==================== complex_power_detect
==> src/rtl/complex_power_detect.sv <==
// complex_power_detect: sliding-window power average with a debounced
// hysteresis detector.
// Optional feature macro: POWER_DETECT_PEAK_HOLD_EN adds o_peak_power, which
// tracks the largest average seen during the current/last DETECT interval.
module complex_power_detect #(
  parameter int LOG2_WIN = 4,
  parameter int DEB_CNT  = 4
) (
  input  logic        i_clk,
  input  logic        i_rst_n,
  input  logic        i_clear,
  input  logic        i_data_valid,
  input  logic [35:0] i_data,
  input  logic [35:0] i_thr_on,
  input  logic [35:0] i_thr_off,
  output logic        o_avg_valid,
  output logic [35:0] o_avg_power,
  output logic        o_detect,
  output logic        o_detect_start,
`ifdef POWER_DETECT_PEAK_HOLD_EN
  output logic        o_detect_end,
  output logic [35:0] o_peak_power
`else
  output logic        o_detect_end
`endif
);

  localparam int WIN = 1 << LOG2_WIN;
  localparam int SW  = 36 + LOG2_WIN;

  typedef enum logic [1:0] {S_FILL, S_SEARCH, S_DETECT} state_t;

  // window storage carries no reset so it can map onto RAM; FILL masks
  // the stale contents until every slot has been written once
  logic [35:0]         r_win [WIN];
  logic [SW-1:0]       r_sum;
  logic [LOG2_WIN-1:0] r_wptr;
  logic [LOG2_WIN-1:0] r_fill;
  logic [7:0]          r_cnt;
  state_t              r_state;
  logic                r_avg_valid;
  logic [35:0]         r_avg_power;
  logic                r_detect;
  logic                r_start;
  logic                r_end;

  logic [35:0]   w_oldest;
  logic [SW-1:0] w_sum_nxt;
  logic [35:0]   w_avg_nxt;
  logic          w_fill_last;
  logic          w_hit;
  logic [7:0]    w_cnt_inc;
  logic          w_deb_done;

  // oldest sample is 0 while the window is still filling
  assign w_oldest    = (r_state == S_FILL) ? '0 : r_win[r_wptr];
  // sum always contains w_oldest, so the subtraction cannot underflow
  assign w_sum_nxt   = r_sum + SW'(i_data) - SW'(w_oldest);
  assign w_avg_nxt   = w_sum_nxt[SW-1:LOG2_WIN];
  assign w_fill_last = (r_fill == LOG2_WIN'(WIN - 1));

  // hysteresis: SEARCH looks for strong averages, DETECT for weak ones
  assign w_hit      = (r_state == S_SEARCH) ? (r_avg_power >= i_thr_on)
                                            : (r_avg_power <  i_thr_off);
  assign w_cnt_inc  = r_cnt + 8'd1;
  assign w_deb_done = (w_cnt_inc == 8'(DEB_CNT));

  // window write; cleared-cycle samples are dropped
  always_ff @(posedge i_clk) begin
    if (i_data_valid && !i_clear) r_win[r_wptr] <= i_data;
  end

  // running sum, fill tracking, debounce FSM and registered outputs
  always_ff @(posedge i_clk or negedge i_rst_n) begin
    if (!i_rst_n) begin
      r_sum       <= '0;
      r_wptr      <= '0;
      r_fill      <= '0;
      r_cnt       <= '0;
      r_state     <= S_FILL;
      r_avg_valid <= 1'b0;
      r_avg_power <= '0;
      r_detect    <= 1'b0;
      r_start     <= 1'b0;
      r_end       <= 1'b0;
    end else begin
      r_avg_valid <= 1'b0;
      r_start     <= 1'b0;
      r_end       <= 1'b0;
      if (i_clear) begin
        // flush everything except the last reported average
        r_sum    <= '0;
        r_wptr   <= '0;
        r_fill   <= '0;
        r_cnt    <= '0;
        r_state  <= S_FILL;
        r_detect <= 1'b0;
      end else begin
        // evaluate the average published last cycle (never in FILL)
        if (r_avg_valid) begin
          if (r_state == S_SEARCH || r_state == S_DETECT) begin
            if (!w_hit) begin
              r_cnt <= '0;
            end else if (w_deb_done) begin
              r_cnt <= '0;
              if (r_state == S_SEARCH) begin
                r_state  <= S_DETECT;
                r_detect <= 1'b1;
                r_start  <= 1'b1;
              end else begin
                r_state  <= S_SEARCH;
                r_detect <= 1'b0;
                r_end    <= 1'b1;
              end
            end else begin
              r_cnt <= w_cnt_inc;
            end
          end
        end
        // accept a new sample; FILL completes on the WIN-th sample
        if (i_data_valid) begin
          r_sum  <= w_sum_nxt;
          r_wptr <= r_wptr + LOG2_WIN'(1);
          if (r_state == S_FILL) begin
            r_fill <= r_fill + LOG2_WIN'(1);
            if (w_fill_last) begin
              r_state     <= S_SEARCH;
              r_avg_valid <= 1'b1;
              r_avg_power <= w_avg_nxt;
            end
          end else begin
            r_avg_valid <= 1'b1;
            r_avg_power <= w_avg_nxt;
          end
        end
      end
    end
  end

`ifdef POWER_DETECT_PEAK_HOLD_EN
  logic [35:0] r_peak;

  // load on entry, track the maximum while in DETECT, hold after exit
  always_ff @(posedge i_clk or negedge i_rst_n) begin
    if (!i_rst_n) begin
      r_peak <= '0;
    end else if (i_clear) begin
      r_peak <= '0;
    end else if (r_avg_valid) begin
      if (r_state == S_SEARCH && w_hit && w_deb_done)
        r_peak <= r_avg_power;
      else if (r_state == S_DETECT && r_avg_power > r_peak)
        r_peak <= r_avg_power;
    end
  end

  assign o_peak_power = r_peak;
`endif

  assign o_avg_valid    = r_avg_valid;
  assign o_avg_power    = r_avg_power;
  assign o_detect       = r_detect;
  assign o_detect_start = r_start;
  assign o_detect_end   = r_end;

endmodule

==> config.mk <==
export PLATFORM = sky130hd
export DESIGN_NAME = complex_power_detect
export DESIGN_NICKNAME = d
export VERILOG_FILES = /design/src/rtl/complex_power_detect.sv
export SDC_FILE = /design/constraint.sdc
export NUM_CORES = 1
export LEC_CHECK = 0
export ABC_CLOCK_PERIOD_IN_PS = 4700
export CORE_UTILIZATION = 57
export CTS_BUF_LIST = sky130_fd_sc_hd__clkbuf_2 sky130_fd_sc_hd__clkbuf_4 sky130_fd_sc_hd__clkbuf_8
export DETAILED_ROUTE_END_ITERATION = 7
export GPL_ROUTABILITY_DRIVEN = 0
export PLACE_DENSITY = 0.79
export SYNTH_ARGS = -nofsm -noshare
export SYNTH_HDL_FRONTEND = slang
export SYNTH_SLANG_ARGS = --single-unit
==> constraint.sdc <==
create_clock -name i_clk -period 4.7 [get_ports i_clk]
set_input_delay 1.41 -clock i_clk [delete_from_list [all_inputs] [get_ports i_clk]]
set_output_delay 1.41 -clock i_clk [all_outputs]
set_load 0.005 [all_outputs]
==================== seq_shift_add_multiplier
[config.mk]
export PLATFORM = sky130hd
export DESIGN_NAME = seq_shift_add_multiplier
export DESIGN_NICKNAME = d
export VERILOG_FILES = /design/src/rtl/seq_shift_add_multiplier.sv
export SDC_FILE = /design/constraint.sdc
export NUM_CORES = 1
export LEC_CHECK = 0
export ABC_AREA = 0
export CORE_ASPECT_RATIO = 1.5
export CORE_MARGIN = 1
export CORE_UTILIZATION = 53
export DETAILED_ROUTE_END_ITERATION = 12
export PLACE_DENSITY = 0.84
export SYNTH_ARGS = -nofsm -noshare
export SYNTH_HDL_FRONTEND = slang
export SYNTH_SLANG_ARGS = --single-unit
[constraint.sdc]
create_clock -name Clk -period 3.5 [get_ports Clk]
set_input_delay 0.7 -clock Clk [delete_from_list [all_inputs] [get_ports Clk]]
set_output_delay 0.7 -clock Clk [all_outputs]
set_load 0.1 [all_outputs]
[src/rtl/seq_shift_add_multiplier.sv]
// Sequential shift-add multiplier: X:A:B datapath, iteration counter and control FSM.
// One add+shift per cycle for WIDTH cycles; the product lands in {Aval,Bval}.
module seq_shift_add_multiplier #(
  parameter int unsigned WIDTH = 8
) (
  input  logic             Clk,
  input  logic             Reset,
  input  logic             ClearA_LoadB,
  input  logic             Run,
  input  logic             Signed_Mode,
  input  logic [WIDTH-1:0] S,
  output logic [WIDTH-1:0] Aval,
  output logic [WIDTH-1:0] Bval,
  output logic             X,
  output logic             Busy,
  output logic             Done
);

  localparam int unsigned CW = (WIDTH > 1) ? $clog2(WIDTH) : 1;

  typedef enum logic [1:0] {
    IDLE = 2'd0,
    CALC = 2'd1,
    HOLD = 2'd2
  } state_e;

  state_e           state_q, state_d;
  logic             x_q, x_d;
  logic [WIDTH-1:0] a_q, a_d;
  logic [WIDTH-1:0] b_q, b_d;
  logic [WIDTH-1:0] sreg_q, sreg_d;
  logic [CW-1:0]    count_q, count_d;
  logic             mode_q, mode_d;
  logic             busy_q, busy_d;
  logic             done_q, done_d;

  logic             last;
  logic [WIDTH:0]   s_ext;
  logic [WIDTH:0]   addend;
  logic [WIDTH:0]   sum;

  // One extra bit keeps -(-2^(W-1)) representable on the final signed step.
  always_comb begin
    last   = (count_q == CW'(WIDTH - 1));
    s_ext  = {mode_q & sreg_q[WIDTH-1], sreg_q};
    addend = '0;
    if (b_q[0]) begin
      addend = (mode_q && last) ? -s_ext : s_ext;
    end
    sum = {x_q, a_q} + addend;
  end

  always_comb begin
    state_d = state_q;
    x_d     = x_q;
    a_d     = a_q;
    b_d     = b_q;
    sreg_d  = sreg_q;
    count_d = count_q;
    mode_d  = mode_q;

    unique case (state_q)
      IDLE: begin
        if (ClearA_LoadB) begin
          x_d = 1'b0;
          a_d = '0;
          b_d = S;
        end else if (Run) begin
          sreg_d  = S;
          mode_d  = Signed_Mode;
          x_d     = 1'b0;
          a_d     = '0;
          count_d = '0;
          state_d = CALC;
        end
      end
      CALC: begin
        b_d = {sum[0], b_q[WIDTH-1:1]};
        a_d = sum[WIDTH:1];
        x_d = mode_q ? sum[WIDTH] : 1'b0;
        if (last) begin
          state_d = HOLD;
        end else begin
          count_d = count_q + CW'(1);
        end
      end
      HOLD: begin
        if (ClearA_LoadB) begin
          x_d = 1'b0;
          a_d = '0;
          b_d = S;
        end else if (!Run) begin
          state_d = IDLE;
        end
      end
      default: begin
        state_d = IDLE;
      end
    endcase

    busy_d = (state_d == CALC);
    done_d = (state_d == HOLD);
  end

  always_ff @(posedge Clk or posedge Reset) begin
    if (Reset) begin
      state_q <= IDLE;
      x_q     <= 1'b0;
      a_q     <= '0;
      b_q     <= '0;
      sreg_q  <= '0;
      count_q <= '0;
      mode_q  <= 1'b0;
      busy_q  <= 1'b0;
      done_q  <= 1'b0;
    end else begin
      state_q <= state_d;
      x_q     <= x_d;
      a_q     <= a_d;
      b_q     <= b_d;
      sreg_q  <= sreg_d;
      count_q <= count_d;
      mode_q  <= mode_d;
      busy_q  <= busy_d;
      done_q  <= done_d;
    end
  end

  assign Aval = a_q;
  assign Bval = b_q;
  assign X    = x_q;
  assign Busy = busy_q;
  assign Done = done_q;

endmodule

==> gallery <==
The clock network.
image #1
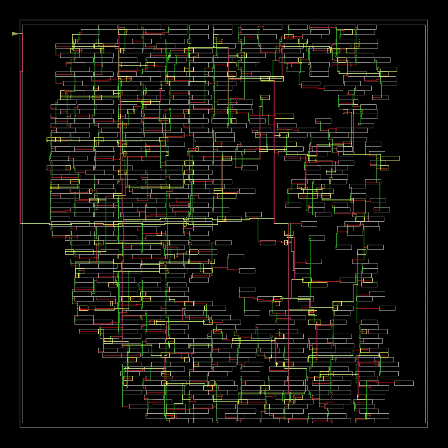
image #2
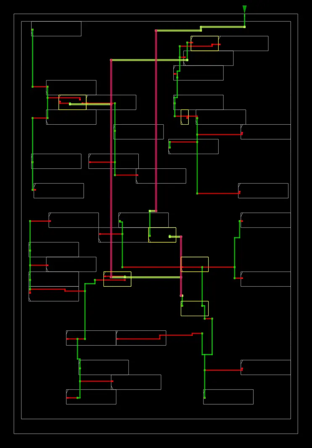
image #1: complex_power_detect
image #2: seq_shift_add_multiplier
Of these, most clock buffers: image #1
Of these, most sequential cells: image #1

Fig. 1: seq_shift_add_multiplier, routed metal, one color a layer
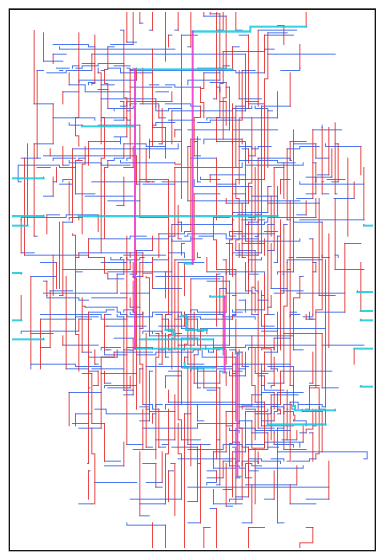
| layer | color | wire length |
|---|---|---|
| metal 2 | red | 2,340 um |
| metal 3 | cyan | 150 um |
| metal 4 | magenta | 102 um |
| metal 1 | blue | 1,790 um |
Routed Wire Length: 4.38 mm
All-Layer GR Usage: 0.243
vias post-DR: 1,660
drt wl/cell: 15.5 um

==> flow_metrics.tcl, seq_shift_add_multiplier <==
# metrics dict for downstream scripts
set metrics [dict create \
    outcome "finished, final reports clean" \
    rrSetupSlack_ns 0.53 \
    synth-compound-area-share 0.167 \
    drive_gt1_frac 0.0917 \
    cts_buffers 5 \
    comb_area_frac 0.450 \
    yosysTopAreaCell "dfrtp_1" \
    mostFrequentLayoutCell "dfrtp_1" \
    top_cell "dfrtp_1" \
    rr_worst_depth 12 \
    syn2layout_area_growth_pct 21.2 \
    ys_area_sq_mm 0.00202 \
    setup_viol 0 \
    coreArea_sq_mm 0.00365 \
    met1_length_mm 1.79 \
    fill_cells 304 \
    die-area_sq_mm 0.00406 \
    vias_per_cell 5.87 \
    seq_area_sq_um 826 \
    ys_ff 33 \
    fp.dieW_um 52.4 \
    signal_buffers 34 \
    clkbuf_count 7 \
    crit_family "AND-OR/OR-AND gates" \
    io_pins 32 \
    postCtsSetupRepairBufs 0 \
    topCombFamilyByArea "simple AND/OR/NAND/NOR gates" \
    ctsHoldBuffers 0 \
    n_antenna_cell 0 \
    min_path_cells 2 \
    use_met3 0.0569 \
    stdcell_count 283 \
    met3WireLength_um 150 \
    cts.repair.resized 0 \
    worst-path-stages 12 \
    fin_crit_ns 2.97 \
    hold_class "reg -> reg" \
    final-clk-cell-share 0.0353 \
]
## seq_shift_add_multiplier: cell families after synthesis
family,after synthesis
AND-OR/OR-AND,52
XOR/XNOR,7
adder cells (fa/ha/maj),12
buffers and inverters,19
flip-flops,33
multiplexers,16
AND/OR/NAND/NOR,67
## seq_shift_add_multiplier: flip-flops by register name, summed over array words and instances, names as in the netlist
register  count
Aval          8
Bval          8
sreg_q        8
count_q       3
state_q       2
Busy          1
Done          1
X             1
mode_q        1
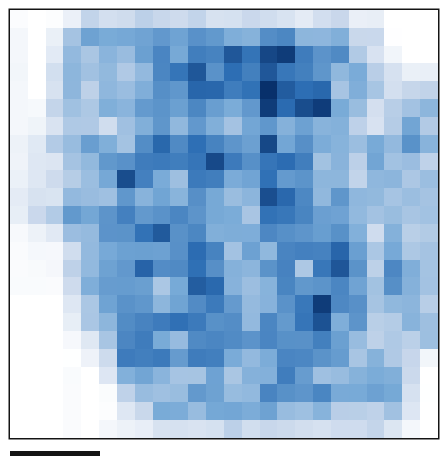
Fig. 2. Wire density map (complex_power_detect).
Scale bar: 50 um. The die is cut into 24 by 24 equal tiles; white is low, dark blue is high, scaled to the fullest tile. Values are wire area over tile area, all layers added.
emptiest ninth of the die: bottom left
nearly empty tiles: 8.5%
mean over tiles: 0.25
Routed Wire Length: 83.5 mm
vias post-DR: 19,900
drt wl/cell: 26.1 um

==> flow_metrics.tcl, complex_power_detect <==
# metrics dict for downstream scripts
set metrics [dict create \
    clock_skew_ns 0.0510 \
    coreArea_sq_mm 0.0541 \
    fin_ws_ns -0.275 \
    mostFrequentLayoutCell "edfxtp_1" \
    grt.overflow.total 0 \
    grt_pass1_wl_mm 121 \
    vias_per_cell 6.19 \
    outcome "finished with violations" \
    ys.flop_type "edfxtp_1" \
    buffer_area_frac 0.107 \
    violations "negative setup slack" \
    synth-compound-area-share 0.0545 \
    setup_viol 52 \
    signal_buffers 425 \
    cp-start-kind "flop" \
]
-- complex_power_detect: state kept, by name, indices dropped and copies added (netlist names) --
register,flops
r_state,2
r_wptr,4
r_cnt,8
o_avg_valid,1
o_detect,1
o_detect_end,1
r_sum,40
r_win,576
r_fill,4
o_avg_power,36
o_detect_start,1

==================== sc_button_debounce_flat
Fig. 3: sc_button_debounce_flat, the metal 3 layer
Cells faint in the background.
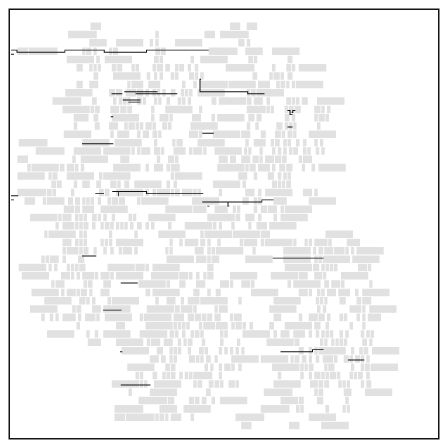

**src/rtl/sc_button_debounce_if.sv**
```systemverilog
// Pushbutton bus: raw active-low pin levels in, debounced active-low levels out
// toward the point state machine.
interface sc_button_debounce_if;
   logic SC_BUTTONDEBOUNCE_startButton_InLow;
   logic SC_BUTTONDEBOUNCE_upButton_InLow;
   logic SC_BUTTONDEBOUNCE_downButton_InLow;
   logic SC_BUTTONDEBOUNCE_leftButton_InLow;
   logic SC_BUTTONDEBOUNCE_rightButton_InLow;
   logic SC_BUTTONDEBOUNCE_startButton_OutLow;
   logic SC_BUTTONDEBOUNCE_upButton_OutLow;
   logic SC_BUTTONDEBOUNCE_downButton_OutLow;
   logic SC_BUTTONDEBOUNCE_leftButton_OutLow;
   logic SC_BUTTONDEBOUNCE_rightButton_OutLow;

   modport master (
      output SC_BUTTONDEBOUNCE_startButton_InLow,
      output SC_BUTTONDEBOUNCE_upButton_InLow,
      output SC_BUTTONDEBOUNCE_downButton_InLow,
      output SC_BUTTONDEBOUNCE_leftButton_InLow,
      output SC_BUTTONDEBOUNCE_rightButton_InLow,
      input  SC_BUTTONDEBOUNCE_startButton_OutLow,
      input  SC_BUTTONDEBOUNCE_upButton_OutLow,
      input  SC_BUTTONDEBOUNCE_downButton_OutLow,
      input  SC_BUTTONDEBOUNCE_leftButton_OutLow,
      input  SC_BUTTONDEBOUNCE_rightButton_OutLow
   );

   modport slave (
      input  SC_BUTTONDEBOUNCE_startButton_InLow,
      input  SC_BUTTONDEBOUNCE_upButton_InLow,
      input  SC_BUTTONDEBOUNCE_downButton_InLow,
      input  SC_BUTTONDEBOUNCE_leftButton_InLow,
      input  SC_BUTTONDEBOUNCE_rightButton_InLow,
      output SC_BUTTONDEBOUNCE_startButton_OutLow,
      output SC_BUTTONDEBOUNCE_upButton_OutLow,
      output SC_BUTTONDEBOUNCE_downButton_OutLow,
      output SC_BUTTONDEBOUNCE_leftButton_OutLow,
      output SC_BUTTONDEBOUNCE_rightButton_OutLow
   );
endinterface

```
**src/rtl/sc_button_debounce.sv**
```systemverilog
// Five-channel pushbutton debouncer (start, up, down, left, right), active-low levels.
// Define SC_BUTTONDEBOUNCE_AUTOREPEAT_EN to add held-press autorepeat on the four direction channels.
module sc_button_debounce #(
   parameter int DEBOUNCE_CYCLES = 1000000,
   parameter int REPEAT_CYCLES   = 12500000
) (
   input logic                 SC_STATEMACHINEPOINT_CLOCK_50,
   input logic                 SC_STATEMACHINEPOINT_RESET_InHigh,
   sc_button_debounce_if.slave btn
);
   localparam int CH = 5;
   localparam logic [19:0] DB_LAST = 20'(DEBOUNCE_CYCLES - 1);

   typedef enum logic [1:0] {IDLE, PENDING, GAP} state_t;

   if (DEBOUNCE_CYCLES < 2 || DEBOUNCE_CYCLES > (1 << 20) || REPEAT_CYCLES < 2) begin : g_param_check
      $error("sc_button_debounce: DEBOUNCE_CYCLES or REPEAT_CYCLES out of range");
   end

   logic [CH-1:0] raw;
   logic [CH-1:0] sync_p0;
   logic [CH-1:0] sync_p1;
   logic [CH-1:0] filt;

   // Channel order: 0 start, 1 up, 2 down, 3 left, 4 right
   assign raw = {btn.SC_BUTTONDEBOUNCE_rightButton_InLow,
                 btn.SC_BUTTONDEBOUNCE_leftButton_InLow,
                 btn.SC_BUTTONDEBOUNCE_downButton_InLow,
                 btn.SC_BUTTONDEBOUNCE_upButton_InLow,
                 btn.SC_BUTTONDEBOUNCE_startButton_InLow};

   // Stage p0/p1: two-flop synchronizer, released level during reset
   always_ff @(posedge SC_STATEMACHINEPOINT_CLOCK_50 or posedge SC_STATEMACHINEPOINT_RESET_InHigh) begin
      if (SC_STATEMACHINEPOINT_RESET_InHigh) begin
         sync_p0 <= '1;
         sync_p1 <= '1;
      end else begin
         sync_p0 <= raw;
         sync_p1 <= sync_p0;
      end
   end

   for (genvar i = 0; i < CH; i++) begin : g_ch
      state_t      state;
      logic [19:0] cnt;
      logic        out_q;
      logic        synced;

      assign synced  = sync_p1[i];
      assign filt[i] = out_q;

`ifdef SC_BUTTONDEBOUNCE_AUTOREPEAT_EN
      localparam bit REPEATS = (i != 0);
      localparam logic [23:0] RP_LAST = 24'(REPEAT_CYCLES - 1);
      logic [23:0] rpt;
      logic        gap;

      // Stage p2: filter state, gap forces the output released for two cycles
      always_ff @(posedge SC_STATEMACHINEPOINT_CLOCK_50 or posedge SC_STATEMACHINEPOINT_RESET_InHigh) begin
         if (SC_STATEMACHINEPOINT_RESET_InHigh) begin
            state <= IDLE;
            cnt   <= '0;
            out_q <= 1'b1;
            rpt   <= '0;
            gap   <= 1'b0;
         end else if (state == GAP) begin
            cnt <= '0;
            if (synced) begin
               // Released during the gap: output already reads released
               state <= IDLE;
               gap   <= 1'b0;
            end else if (gap) begin
               out_q <= 1'b0;
               gap   <= 1'b0;
               state <= IDLE;
            end else begin
               gap <= 1'b1;
            end
         end else if (synced != out_q) begin
            if (out_q) rpt <= '0;
            if (state == PENDING && cnt == DB_LAST) begin
               out_q <= synced;
               cnt   <= '0;
               state <= IDLE;
            end else begin
               cnt   <= cnt + 20'd1;
               state <= PENDING;
            end
         end else begin
            cnt   <= '0;
            state <= IDLE;
            if (REPEATS && !out_q) begin
               if (rpt == RP_LAST) begin
                  out_q <= 1'b1;
                  rpt   <= '0;
                  gap   <= 1'b0;
                  state <= GAP;
               end else begin
                  rpt <= rpt + 24'd1;
               end
            end else begin
               rpt <= '0;
            end
         end
      end
`else
      // Stage p2: filter state, commit after DEBOUNCE_CYCLES consecutive differing cycles
      always_ff @(posedge SC_STATEMACHINEPOINT_CLOCK_50 or posedge SC_STATEMACHINEPOINT_RESET_InHigh) begin
         if (SC_STATEMACHINEPOINT_RESET_InHigh) begin
            state <= IDLE;
            cnt   <= '0;
            out_q <= 1'b1;
         end else if (synced != out_q) begin
            if (state == PENDING && cnt == DB_LAST) begin
               out_q <= synced;
               cnt   <= '0;
               state <= IDLE;
            end else begin
               cnt   <= cnt + 20'd1;
               state <= PENDING;
            end
         end else begin
            cnt   <= '0;
            state <= IDLE;
         end
      end
`endif
   end

   assign btn.SC_BUTTONDEBOUNCE_startButton_OutLow = filt[0];
   assign btn.SC_BUTTONDEBOUNCE_upButton_OutLow    = filt[1];
   assign btn.SC_BUTTONDEBOUNCE_downButton_OutLow  = filt[2];
   assign btn.SC_BUTTONDEBOUNCE_leftButton_OutLow  = filt[3];
   assign btn.SC_BUTTONDEBOUNCE_rightButton_OutLow = filt[4];

endmodule

```
**src/flat_wrapper.sv**
```systemverilog
// flat-port wrapper written by rule: the top's interface ports become plain ports
module sc_button_debounce_flat 
#(
   parameter int DEBOUNCE_CYCLES = 1000000,
   parameter int REPEAT_CYCLES   = 12500000
)
  (SC_STATEMACHINEPOINT_CLOCK_50, SC_STATEMACHINEPOINT_RESET_InHigh, btn_SC_BUTTONDEBOUNCE_startButton_InLow, btn_SC_BUTTONDEBOUNCE_upButton_InLow, btn_SC_BUTTONDEBOUNCE_downButton_InLow, btn_SC_BUTTONDEBOUNCE_leftButton_InLow, btn_SC_BUTTONDEBOUNCE_rightButton_InLow, btn_SC_BUTTONDEBOUNCE_startButton_OutLow, btn_SC_BUTTONDEBOUNCE_upButton_OutLow, btn_SC_BUTTONDEBOUNCE_downButton_OutLow, btn_SC_BUTTONDEBOUNCE_leftButton_OutLow, btn_SC_BUTTONDEBOUNCE_rightButton_OutLow);
  sc_button_debounce_if btn_i ();
  input logic SC_STATEMACHINEPOINT_CLOCK_50;
  input logic SC_STATEMACHINEPOINT_RESET_InHigh;
  input wire logic [$bits(btn_i.SC_BUTTONDEBOUNCE_startButton_InLow)-1:0] btn_SC_BUTTONDEBOUNCE_startButton_InLow;
  input wire logic [$bits(btn_i.SC_BUTTONDEBOUNCE_upButton_InLow)-1:0] btn_SC_BUTTONDEBOUNCE_upButton_InLow;
  input wire logic [$bits(btn_i.SC_BUTTONDEBOUNCE_downButton_InLow)-1:0] btn_SC_BUTTONDEBOUNCE_downButton_InLow;
  input wire logic [$bits(btn_i.SC_BUTTONDEBOUNCE_leftButton_InLow)-1:0] btn_SC_BUTTONDEBOUNCE_leftButton_InLow;
  input wire logic [$bits(btn_i.SC_BUTTONDEBOUNCE_rightButton_InLow)-1:0] btn_SC_BUTTONDEBOUNCE_rightButton_InLow;
  output wire logic [$bits(btn_i.SC_BUTTONDEBOUNCE_startButton_OutLow)-1:0] btn_SC_BUTTONDEBOUNCE_startButton_OutLow;
  output wire logic [$bits(btn_i.SC_BUTTONDEBOUNCE_upButton_OutLow)-1:0] btn_SC_BUTTONDEBOUNCE_upButton_OutLow;
  output wire logic [$bits(btn_i.SC_BUTTONDEBOUNCE_downButton_OutLow)-1:0] btn_SC_BUTTONDEBOUNCE_downButton_OutLow;
  output wire logic [$bits(btn_i.SC_BUTTONDEBOUNCE_leftButton_OutLow)-1:0] btn_SC_BUTTONDEBOUNCE_leftButton_OutLow;
  output wire logic [$bits(btn_i.SC_BUTTONDEBOUNCE_rightButton_OutLow)-1:0] btn_SC_BUTTONDEBOUNCE_rightButton_OutLow;
  assign btn_i.SC_BUTTONDEBOUNCE_startButton_InLow = btn_SC_BUTTONDEBOUNCE_startButton_InLow;
  assign btn_i.SC_BUTTONDEBOUNCE_upButton_InLow = btn_SC_BUTTONDEBOUNCE_upButton_InLow;
  assign btn_i.SC_BUTTONDEBOUNCE_downButton_InLow = btn_SC_BUTTONDEBOUNCE_downButton_InLow;
  assign btn_i.SC_BUTTONDEBOUNCE_leftButton_InLow = btn_SC_BUTTONDEBOUNCE_leftButton_InLow;
  assign btn_i.SC_BUTTONDEBOUNCE_rightButton_InLow = btn_SC_BUTTONDEBOUNCE_rightButton_InLow;
  assign btn_SC_BUTTONDEBOUNCE_startButton_OutLow = btn_i.SC_BUTTONDEBOUNCE_startButton_OutLow;
  assign btn_SC_BUTTONDEBOUNCE_upButton_OutLow = btn_i.SC_BUTTONDEBOUNCE_upButton_OutLow;
  assign btn_SC_BUTTONDEBOUNCE_downButton_OutLow = btn_i.SC_BUTTONDEBOUNCE_downButton_OutLow;
  assign btn_SC_BUTTONDEBOUNCE_leftButton_OutLow = btn_i.SC_BUTTONDEBOUNCE_leftButton_OutLow;
  assign btn_SC_BUTTONDEBOUNCE_rightButton_OutLow = btn_i.SC_BUTTONDEBOUNCE_rightButton_OutLow;
  sc_button_debounce #(.DEBOUNCE_CYCLES(DEBOUNCE_CYCLES), .REPEAT_CYCLES(REPEAT_CYCLES)) u_core (.SC_STATEMACHINEPOINT_CLOCK_50(SC_STATEMACHINEPOINT_CLOCK_50), .SC_STATEMACHINEPOINT_RESET_InHigh(SC_STATEMACHINEPOINT_RESET_InHigh), .btn(btn_i));
endmodule
```
**config.mk**
```make
export PLATFORM = sky130hd
export DESIGN_NAME = sc_button_debounce_flat
export DESIGN_NICKNAME = d
export VERILOG_FILES = /design/src/rtl/sc_button_debounce_if.sv /design/src/rtl/sc_button_debounce.sv /design/src/flat_wrapper.sv
export SDC_FILE = /design/constraint.sdc
export NUM_CORES = 1
export LEC_CHECK = 0
export ABC_AREA = 1
export CAP_MARGIN = 25
export CORE_MARGIN = 2
export CORE_UTILIZATION = 35
export DETAILED_ROUTE_END_ITERATION = 7
export PLACE_DENSITY = 0.57
export SETUP_SLACK_MARGIN = 0.5
export SLEW_MARGIN = 20
export SYNTH_ARGS = -nofsm -noshare
export SYNTH_HDL_FRONTEND = slang
export SYNTH_SLANG_ARGS = --single-unit
```
**constraint.sdc**
```tcl
create_clock -name SC_STATEMACHINEPOINT_CLOCK_50 -period 7.35 [get_ports SC_STATEMACHINEPOINT_CLOCK_50]
set_input_delay 0.735 -clock SC_STATEMACHINEPOINT_CLOCK_50 [delete_from_list [all_inputs] [get_ports SC_STATEMACHINEPOINT_CLOCK_50]]
set_output_delay 0.735 -clock SC_STATEMACHINEPOINT_CLOCK_50 [all_outputs]
set_load 0.01 [all_outputs]
```
==================== vga_sync_module
[src/rtl/vga_sync_module.sv]
// VGA sync timing generator: hc/vc counters with registered sync, ready and address decode.
// Optional macro VGA_SYNC_ALIGN_EN delays HSYNC_Sig/VSYNC_Sig by one extra register stage.
module vga_sync_module #(
    parameter int unsigned H_SYNC   = 96,
    parameter int unsigned H_BACK   = 48,
    parameter int unsigned H_ACTIVE = 640,
    parameter int unsigned H_FRONT  = 16,
    parameter int unsigned V_SYNC   = 2,
    parameter int unsigned V_BACK   = 33,
    parameter int unsigned V_ACTIVE = 480,
    parameter int unsigned V_FRONT  = 10
) (
    input  logic        CLK,
    input  logic        RST,
    output logic        HSYNC_Sig,
    output logic        VSYNC_Sig,
    output logic        Ready_Sig,
    output logic [10:0] Column_Addr_Sig,
    output logic [10:0] Row_Addr_Sig,
    output logic        Frame_Start_Sig
);

    localparam int unsigned H_TOTAL = H_SYNC + H_BACK + H_ACTIVE + H_FRONT;
    localparam int unsigned V_TOTAL = V_SYNC + V_BACK + V_ACTIVE + V_FRONT;

    localparam logic [10:0] H_LAST      = 11'(H_TOTAL - 1);
    localparam logic [10:0] V_LAST      = 11'(V_TOTAL - 1);
    localparam logic [10:0] H_SYNC_END  = 11'(H_SYNC);
    localparam logic [10:0] V_SYNC_END  = 11'(V_SYNC);
    localparam logic [10:0] H_ACT_START = 11'(H_SYNC + H_BACK);
    localparam logic [10:0] H_ACT_END   = 11'(H_SYNC + H_BACK + H_ACTIVE);
    localparam logic [10:0] V_ACT_START = 11'(V_SYNC + V_BACK);
    localparam logic [10:0] V_ACT_END   = 11'(V_SYNC + V_BACK + V_ACTIVE);

    logic [10:0] hc;
    logic [10:0] vc;

    always_ff @(posedge CLK) begin
        if (RST) begin
            hc <= '0;
            vc <= '0;
        end else if (hc == H_LAST) begin
            hc <= '0;
            vc <= (vc == V_LAST) ? '0 : vc + 11'd1;
        end else begin
            hc <= hc + 11'd1;
        end
    end

    logic        hsync_d;
    logic        vsync_d;
    logic        ready_d;
    logic [10:0] col_d;
    logic [10:0] row_d;
    logic        fs_d;

    always_comb begin
        hsync_d = 1'b1;
        vsync_d = 1'b1;
        ready_d = 1'b0;
        col_d   = '0;
        row_d   = '0;
        fs_d    = 1'b0;
        if (hc < H_SYNC_END)
            hsync_d = 1'b0;
        if (vc < V_SYNC_END)
            vsync_d = 1'b0;
        if ((hc >= H_ACT_START) && (hc < H_ACT_END) &&
            (vc >= V_ACT_START) && (vc < V_ACT_END)) begin
            ready_d = 1'b1;
            col_d   = hc - H_ACT_START;
            row_d   = vc - V_ACT_START;
        end
        if ((hc == '0) && (vc == '0))
            fs_d = 1'b1;
    end

    logic hsync_q;
    logic vsync_q;

    always_ff @(posedge CLK) begin
        if (RST) begin
            hsync_q         <= 1'b1;
            vsync_q         <= 1'b1;
            Ready_Sig       <= 1'b0;
            Column_Addr_Sig <= '0;
            Row_Addr_Sig    <= '0;
            Frame_Start_Sig <= 1'b0;
        end else begin
            hsync_q         <= hsync_d;
            vsync_q         <= vsync_d;
            Ready_Sig       <= ready_d;
            Column_Addr_Sig <= col_d;
            Row_Addr_Sig    <= row_d;
            Frame_Start_Sig <= fs_d;
        end
    end

`ifdef VGA_SYNC_ALIGN_EN
    // Extra stage matches the colour stage's registered RGB latency.
    always_ff @(posedge CLK) begin
        if (RST) begin
            HSYNC_Sig <= 1'b1;
            VSYNC_Sig <= 1'b1;
        end else begin
            HSYNC_Sig <= hsync_q;
            VSYNC_Sig <= vsync_q;
        end
    end
`else
    assign HSYNC_Sig = hsync_q;
    assign VSYNC_Sig = vsync_q;
`endif

endmodule

[config.mk]
export PLATFORM = sky130hd
export DESIGN_NAME = vga_sync_module
export DESIGN_NICKNAME = d
export VERILOG_FILES = /design/src/rtl/vga_sync_module.sv
export SDC_FILE = /design/constraint.sdc
export NUM_CORES = 1
export LEC_CHECK = 0
export ABC_CLOCK_PERIOD_IN_PS = 3100
export CORE_UTILIZATION = 30
export CTS_BUF_LIST = sky130_fd_sc_hd__clkbuf_16
export DETAILED_ROUTE_END_ITERATION = 7
export HOLD_SLACK_MARGIN = 0.02
export SYNTH_ARGS = -nofsm -noshare
export SYNTH_HDL_FRONTEND = slang
export SYNTH_SLANG_ARGS = --single-unit
[constraint.sdc]
create_clock -name CLK -period 3.1 [get_ports CLK]
set_input_delay 0.31 -clock CLK [delete_from_list [all_inputs] [get_ports CLK]]
set_output_delay 0.31 -clock CLK [all_outputs]
set_load 0.03 [all_outputs]
==================== dmem_lsu_ctrl
--- src/rtl/dmem_lsu_ctrl.sv ---
// dmem_lsu_ctrl: MEM-stage load/store initiator for a word-wide,
// single-port, write-first synchronous RAM with registered dout.
// Sub-word stores are read-modify-write because the RAM has no byte enables.
// Lane selection and merge logic assume XLEN == 32 (four byte lanes).
module dmem_lsu_ctrl #(
  parameter int XLEN          = 32,
  parameter int ADDRESS_WIDTH = 10
) (
  input  logic                     clk,
  input  logic                     rst_n,
  input  logic                     req_valid,
  output logic                     req_ready,
  input  logic                     req_we,
  input  logic [XLEN-1:0]          req_addr,
  input  logic [2:0]               req_funct3,
  input  logic [XLEN-1:0]          req_wdata,
  output logic                     resp_valid,
  output logic [XLEN-1:0]          resp_rdata,
  output logic                     resp_err,
  output logic                     mem_we,
  output logic [ADDRESS_WIDTH-1:0] mem_addr,
  output logic [XLEN-1:0]          mem_din,
  input  logic [XLEN-1:0]          mem_dout
);

  localparam int LANES = XLEN / 8;

  typedef enum logic [2:0] {
    IDLE      = 3'd0,
    LOAD_RD   = 3'd1,
    LOAD_DATA = 3'd2,
    SW_WR     = 3'd3,
    RMW_RD    = 3'd4,
    RMW_WR    = 3'd5
  } state_t;

  state_t state, state_nxt;

  // Only the bits that reach the RAM (word index + lane offset) are kept;
  // higher address bits wrap modulo RAM size.
  logic [ADDRESS_WIDTH+1:0] lat_addr;
  logic [XLEN-1:0]          lat_wdata;
  logic [2:0]               lat_f3;
  logic                     lat_we;

  logic unused_addr_hi;
  assign unused_addr_hi = ^req_addr[XLEN-1:ADDRESS_WIDTH+2];

  logic accept, f3_bad, misal, req_err;
  logic [7:0]      ld_byte;
  logic [15:0]     ld_half;
  logic [XLEN-1:0] ld_ext;
  logic [XLEN-1:0] rmw_data;

  assign req_ready = (state == IDLE);
  assign accept    = req_valid && req_ready;
  assign mem_addr  = lat_addr[ADDRESS_WIDTH+1:2];

  // Decode illegal width codes and misalignment from the live request.
  always_comb begin
    f3_bad = 1'b0;
    misal  = 1'b0;
    if (req_we) f3_bad = (req_funct3 > 3'd2);
    else        f3_bad = (req_funct3 == 3'd3) || (req_funct3 == 3'd6) || (req_funct3 == 3'd7);
    case (req_funct3[1:0])
      2'd1:    misal = req_addr[0];
      2'd2:    misal = (req_addr[1:0] != 2'b00);
      default: misal = 1'b0;
    endcase
    req_err = f3_bad || misal;
  end

  // Load lane extraction and sign/zero extension from the registered RAM word.
  always_comb begin
    ld_byte = mem_dout[7:0];
    case (lat_addr[1:0])
      2'd1:    ld_byte = mem_dout[15:8];
      2'd2:    ld_byte = mem_dout[23:16];
      2'd3:    ld_byte = mem_dout[31:24];
      default: ld_byte = mem_dout[7:0];
    endcase
    ld_half = lat_addr[1] ? mem_dout[31:16] : mem_dout[15:0];
    case (lat_f3)
      3'd0:    ld_ext = {{(XLEN-8){ld_byte[7]}}, ld_byte};
      3'd1:    ld_ext = {{(XLEN-16){ld_half[15]}}, ld_half};
      3'd4:    ld_ext = {{(XLEN-8){1'b0}}, ld_byte};
      3'd5:    ld_ext = {{(XLEN-16){1'b0}}, ld_half};
      default: ld_ext = mem_dout;
    endcase
  end

  // Per-lane RMW merge: replace the addressed byte/half lane with store data.
  for (genvar i = 0; i < LANES; i++) begin : g_lane
    localparam logic [1:0] LANE = 2'(i);
    logic       hit;
    logic [7:0] wbyte;
    assign hit   = (lat_f3[1:0] == 2'd0) ? (lat_addr[1:0] == LANE) : (lat_addr[1] == LANE[1]);
    assign wbyte = ((lat_f3[1:0] == 2'd1) && LANE[0]) ? lat_wdata[15:8] : lat_wdata[7:0];
    assign rmw_data[8*i +: 8] = hit ? wbyte : mem_dout[8*i +: 8];
  end

  // State register.
  always_ff @(posedge clk or negedge rst_n) begin
    if (!rst_n) state <= IDLE;
    else        state <= state_nxt;
  end

  // Request latches, captured on every accepted request.
  always_ff @(posedge clk or negedge rst_n) begin
    if (!rst_n) begin
      lat_addr  <= '0;
      lat_wdata <= '0;
      lat_f3    <= '0;
      lat_we    <= 1'b0;
    end else if (accept) begin
      lat_addr  <= req_addr[ADDRESS_WIDTH+1:0];
      lat_wdata <= req_wdata;
      lat_f3    <= req_funct3;
      lat_we    <= req_we;
    end
  end

  // Next-state and RAM drive; RAM writes only happen in the two write states.
  always_comb begin
    state_nxt = state;
    mem_we    = 1'b0;
    mem_din   = '0;
    case (state)
      IDLE: begin
        if (accept && !req_err) begin
          if (!req_we)                 state_nxt = LOAD_RD;
          else if (req_funct3 == 3'd2) state_nxt = SW_WR;
          else                         state_nxt = RMW_RD;
        end
      end
      LOAD_RD:   state_nxt = LOAD_DATA;
      LOAD_DATA: state_nxt = IDLE;
      SW_WR: begin
        mem_we    = lat_we;
        mem_din   = lat_wdata;
        state_nxt = IDLE;
      end
      RMW_RD:    state_nxt = RMW_WR;
      RMW_WR: begin
        mem_we    = lat_we;
        mem_din   = rmw_data;
        state_nxt = IDLE;
      end
      default:   state_nxt = IDLE;
    endcase
  end

  // Response register: one-cycle valid pulse, data/err held until the next response.
  always_ff @(posedge clk or negedge rst_n) begin
    if (!rst_n) begin
      resp_valid <= 1'b0;
      resp_rdata <= '0;
      resp_err   <= 1'b0;
    end else begin
      resp_valid <= 1'b0;
      if (accept && req_err) begin
        resp_valid <= 1'b1;
        resp_err   <= 1'b1;
        resp_rdata <= '0;
      end else begin
        case (state)
          LOAD_DATA: begin
            resp_valid <= 1'b1;
            resp_err   <= 1'b0;
            resp_rdata <= ld_ext;
          end
          SW_WR, RMW_WR: begin
            resp_valid <= 1'b1;
            resp_err   <= 1'b0;
            resp_rdata <= '0;
          end
          default: ;
        endcase
      end
    end
  end

endmodule
--- config.mk ---
export PLATFORM = sky130hd
export DESIGN_NAME = dmem_lsu_ctrl
export DESIGN_NICKNAME = d
export VERILOG_FILES = /design/src/rtl/dmem_lsu_ctrl.sv
export SDC_FILE = /design/constraint.sdc
export NUM_CORES = 1
export LEC_CHECK = 0
export CORE_MARGIN = 2
export CORE_UTILIZATION = 47
export CTS_CLUSTER_DIAMETER = 60
export CTS_CLUSTER_SIZE = 28
export DETAILED_ROUTE_END_ITERATION = 8
export PLACE_DENSITY = 0.86
export SKIP_CTS_REPAIR_TIMING = 1
export SYNTH_ARGS = -nofsm -noshare
export SYNTH_HDL_FRONTEND = slang
export SYNTH_SLANG_ARGS = --single-unit
--- constraint.sdc ---
create_clock -name clk -period 3.65 [get_ports clk]
set_input_delay 0.9125 -clock clk [delete_from_list [all_inputs] [get_ports clk]]
set_output_delay 0.9125 -clock clk [all_outputs]
set_load 0.05 [all_outputs]
Fig. 4: vga_sync_module, the clock network
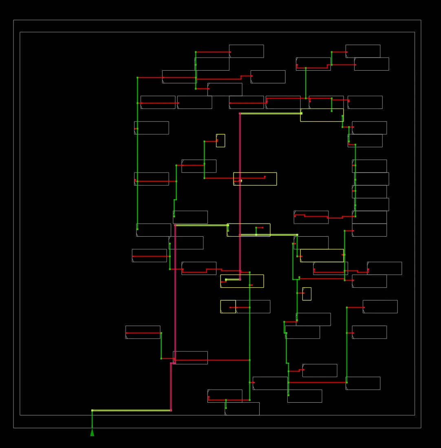
Flop Count: 48
Clock Power: 0.530 mW
TritonCTS buffer count: 5

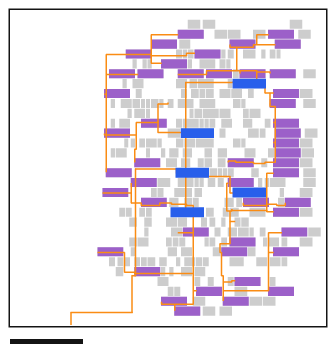
Fig. 5. Clock network drawn from the DEF (vga_sync_module).
Scale bar: 20 um.
[flip-flops] purple | count: 48
[clock wires] orange | length: 605 um
[clock drivers] blue | count: 5
routed clock nets: 6
clock power share: 0.442
clk ins delay skew pair: 0.29 ns
Setup Skew: 0.00525 ns

==> flow_metrics.tcl, vga_sync_module <==
# metrics dict for downstream scripts
set metrics [dict create \
    fp.dieW_um 86.9 \
    globalRouteMet2Util 0.195 \
    cts.repair.resized 0 \
    lay_top_cells "48 x dfxtp_1, 29 x nor3_1, 27 x clkdlybuf4s50_1" \
    finalWeightedCongestion 0.829 \
    synth-compound-area-share 0.0995 \
    cp-start-kind "flop" \
    path_buffers 0 \
    ys_sh_simple 0.260 \
    peakVddDrop_v 0.000175 \
    syn2layout_area_growth_pct 20.8 \
    top_area_frac 0.444 \
    clk_pin_slew_ns 0.07 \
    period_used_share 0.760 \
    cp-end-kind "flop" \
    critPathMaxStageDelay_ns 0.50 \
    rr_worst_depth 5 \
    worstPathRequired_ns 3.32 \
    fill_cells 700 \
    coreArea_sq_mm 0.00687 \
    nNetsFinal 275 \
    post-route-util 0.380 \
    outcome "finished, final reports clean" \
    num_rows 30 \
    vias_per_cell 4.81 \
    rsz0062_at_grt "no" \
    grt_start_max_net_pins 24 \
    grt.busiest_layer "met2" \
    synth_adder_area_share 0.0463 \
    endpoint "vc[6]$_SDFFE_PP0P_" \
    min_to "Column_Addr_Sig[3]$_SDFF_PP0_" \
    syn-num-nets 261 \
    cts_tree "done" \
    switching_share 0.220 \
]
==> vga_sync_module: final cells by class <==
class | instances | area, sq um | area share
flip-flops and latches | 48 | 961 | 0.368
clock buffers | 5 | 125 | 0.0479
repair buffers | 29 | 285 | 0.109
well taps | 96 | 120 | 0.0460
multi-input cells | 170 | 1060 | 0.406
inverters | 11 | 41.3 | 0.0158
clock inverters | 3 | 18.8 | 0.00718
==> vga_sync_module: cells by family (layout without fill, tap and decap cells) <==
group           count (synthesis)  in the layout
compound gates                 34             34
fa+ha+maj                       8              8
flops                          48             48
xor+xnor                       21             21
simple gates                  107            107
buf+inv                        33             48
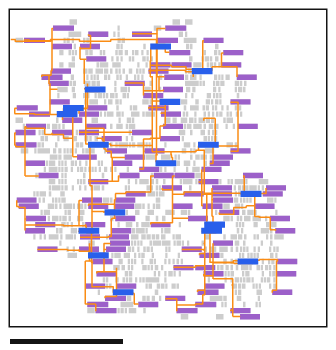
Fig. 6. Clock network drawn from the DEF (sc_button_debounce_flat).
Scale bar: 50 um.
[flip-flops] purple | count: 120
[clock drivers] blue | count: 17
[clock wires] orange | length: 1,670 um
routed clock nets: 18

## Picture notes: Fig. 3
wire length on this layer: 273 um
share of all routed wire: 2.2%

==> flow_metrics.tcl, sc_button_debounce_flat <==
# metrics dict for downstream scripts
set metrics [dict create \
    outcome "finished, final reports clean" \
    grt_usage 0.139 \
    switchingPower_mw 0.350 \
    reg2reg_from "u_core.g_ch[2].cnt[0]$_DFF_PP0_" \
    post-route-util 0.411 \
    globalRouteMet2Util 0.226 \
    crit_family "flip-flops" \
    n_antenna_cell 0 \
    grt_pass1_wl_mm 22.5 \
    hold_class "reg -> reg" \
    switching_share 0.237 \
    finalHoldViolCount 0 \
    critPathMaxStageDelay_ns 0.56 \
    grt_pass1_vias 4882 \
    topCombFamilyByArea "simple AND/OR/NAND/NOR gates" \
    tightestPinTransition_ns 0.749 \
    worstPathRequired_ns 6.61 \
    period_used_share 0.307 \
    syn_area_per_cell_sq_um 8.11 \
    post_synth_instance_area_sq_mm 0.00647 \
    seq_share 0.407 \
    endpoint "btn_SC_BUTTONDEBOUNCE_startButton_OutLow" \
    drtAntennaViolNets 0 \
    crit_arrival_ns 1.52 \
    die-area_sq_mm 0.0196 \
    syn-num-nets 809 \
    min_to "u_core.sync_p1[1]$_DFF_PP1_" \
    grt_start_max_net_pins 63 \
    rr_worst_depth 6 \
    comb_area_sq_mm 0.00311 \
    total_power_mw 1.48 \
    fill_cells 1880 \
    powerDensity_mw_per_mm2 199 \
    detailedPlace.worstSlack_ns 4.72 \
    cp-start-kind "flop" \
    vias_per_cell 4.59 \
    cts.repair.resized 0 \
    drc 0 \
    stdcell_count 1070 \
    critical_path.max_fanout 3 \
    ys.flop_type "dfrtp_1" \
    nNetsFinal 840 \
    ys_cells 797 \
    portBuffers 11 \
    fin_crit_ns 2.25 \
    pwr-share-comb 0.031 \
    seq_area_sq_mm 0.00302 \
    path_buffers 1 \
    postPlaceCellArea_sq_mm 0.00687 \
    final-clk-cell-share 0.0731 \
    cts_tree "done" \
    startpoint "u_core.btn.SC_BUTTONDEBOUNCE_startButton_OutLow$_DFFE_PP1P_" \
    buffer_area_frac 0.0159 \
    p_int_mw 1.13 \
    grt.busiest_layer "met2" \
    top_area_frac 0.406 \
    finalSetupTns_ns 0 \
    rrSetupSlack_ns 5.81 \
    seq_power_share 0.463 \
    taps 229 \
    signal_buffers 12 \
    postCtsSetupRepairBufs 0 \
    largest-register "u_core.g_ch.cnt" \
    largest_class "multi-input combinational cells" \
    clkbuf_count 18 \
    log.warning_count 26 \
    post-place-cells 1038 \
    largest_register_ffs 100 \
    cts_buffer_depth 2 \
    crit_chain "clkdlybuf4s50_1" \
]
## sc_button_debounce_flat: per-layer routing
metal	part of all wire	vias up
met5	0	-
met4	0.016	0
met2	0.48	41
met1	0.48	2277
li1	-	2572
met3	0.022	18
## sc_button_debounce_flat: power by group through the flow
stage               logic [mW]  registers [mW]  clock network (mW)
floorplan               0.0330           0.693                   0
global placement        0.0472           0.694                   0
detailed placement      0.0477           0.694                   0
CTS                     0.0478           0.683               0.773
global route            0.0537           0.685               0.803
finish                  0.0454           0.683               0.748
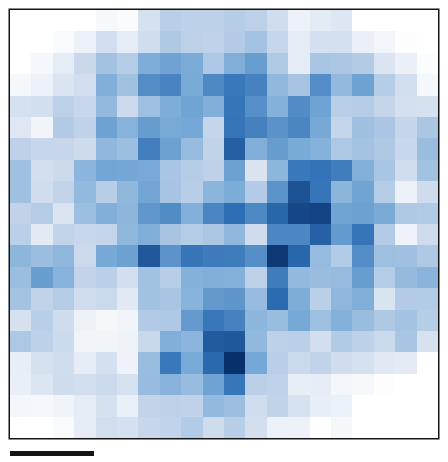
Fig. 7. Wire density map (dmem_lsu_ctrl).
Scale bar: 20 um. The die is cut into 20 by 20 equal tiles; white is low, dark blue is high, scaled to the fullest tile. Values are wire area over tile area, all layers added.
densest ninth of the die: middle
mean over tiles: 0.22
fullest tile: 0.65
nearly empty tiles: 7.2%
tiles over half the peak: 20%

==> flow_metrics.tcl, dmem_lsu_ctrl <==
# metrics dict for downstream scripts
set metrics [dict create \
    post_synth_instance_area_sq_mm 0.00452 \
    dr.pass1.iters 5 \
    mux_area_frac 0.193 \
    p_int_mw 3.21 \
    synth_adder_area_share 0.00831 \
    outcome "finished, final reports clean" \
    clock_latency_ns 0.36 \
    cts_buffers 9 \
    finalWeightedCongestion 0.866 \
    grt_pass1_wl_mm 21.6 \
    hold_ws_ns 0.488 \
    comb-power_mw 3.39 \
    topCombFamilyByArea "multiplexers" \
    clock_power_mw 0.725 \
    seq_power_share 0.295 \
    antenna_found_initial 0 \
    rsz0062_at_grt "no" \
    setup_viol 0 \
    p_clk_frac 0.124 \
]
## dmem_lsu_ctrl: worst max-delay path, cell delays in order (launching register included)
cell     delay (ns)
dfrtp_1        0.55
nor3b_2        0.55
nor2_1         0.11
nor2_1         0.44
a22o_1         0.31
buf_12         0.16
## dmem_lsu_ctrl: sequential cells by signal (all words and copies together) (netlist names)
name        cells
lat_addr       12
lat_f3          3
lat_wdata      32
lat_we          1
resp_err        1
resp_rdata     32
resp_valid      1
state           3


==> notes/layouts.md <==
Pictures saved along the way, in no particular order.

Zoomed window.
(a)
Window x 23 to 63, y 23 to 63 um. Cells in gray, sequential cells in the stronger gray; small squares are vias.
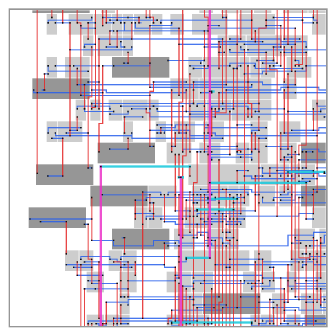
(b)
Window x 98 to 138, y 98 to 138 um. Cells in gray, sequential cells in the stronger gray; small squares are vias.
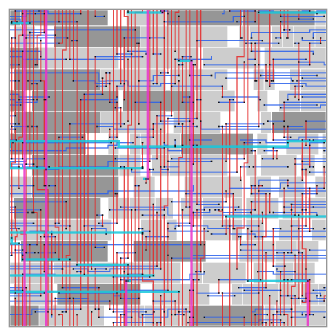
(c)
Window x 31 to 71, y 31 to 71 um. Cells in gray, sequential cells in the stronger gray; small squares are vias.
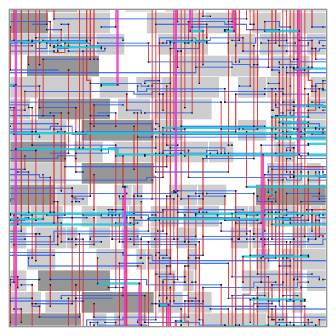
(d)
Window x 50 to 90, y 50 to 90 um. Cells in gray, sequential cells in the stronger gray; small squares are vias.
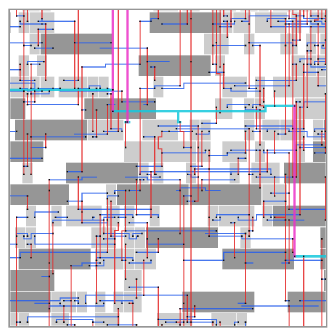
(b) comes from complex_power_detect.
(a) comes from vga_sync_module.
(d) comes from sc_button_debounce_flat.
(c) comes from dmem_lsu_ctrl.

Power is estimated from default activity; no workload was simulated.
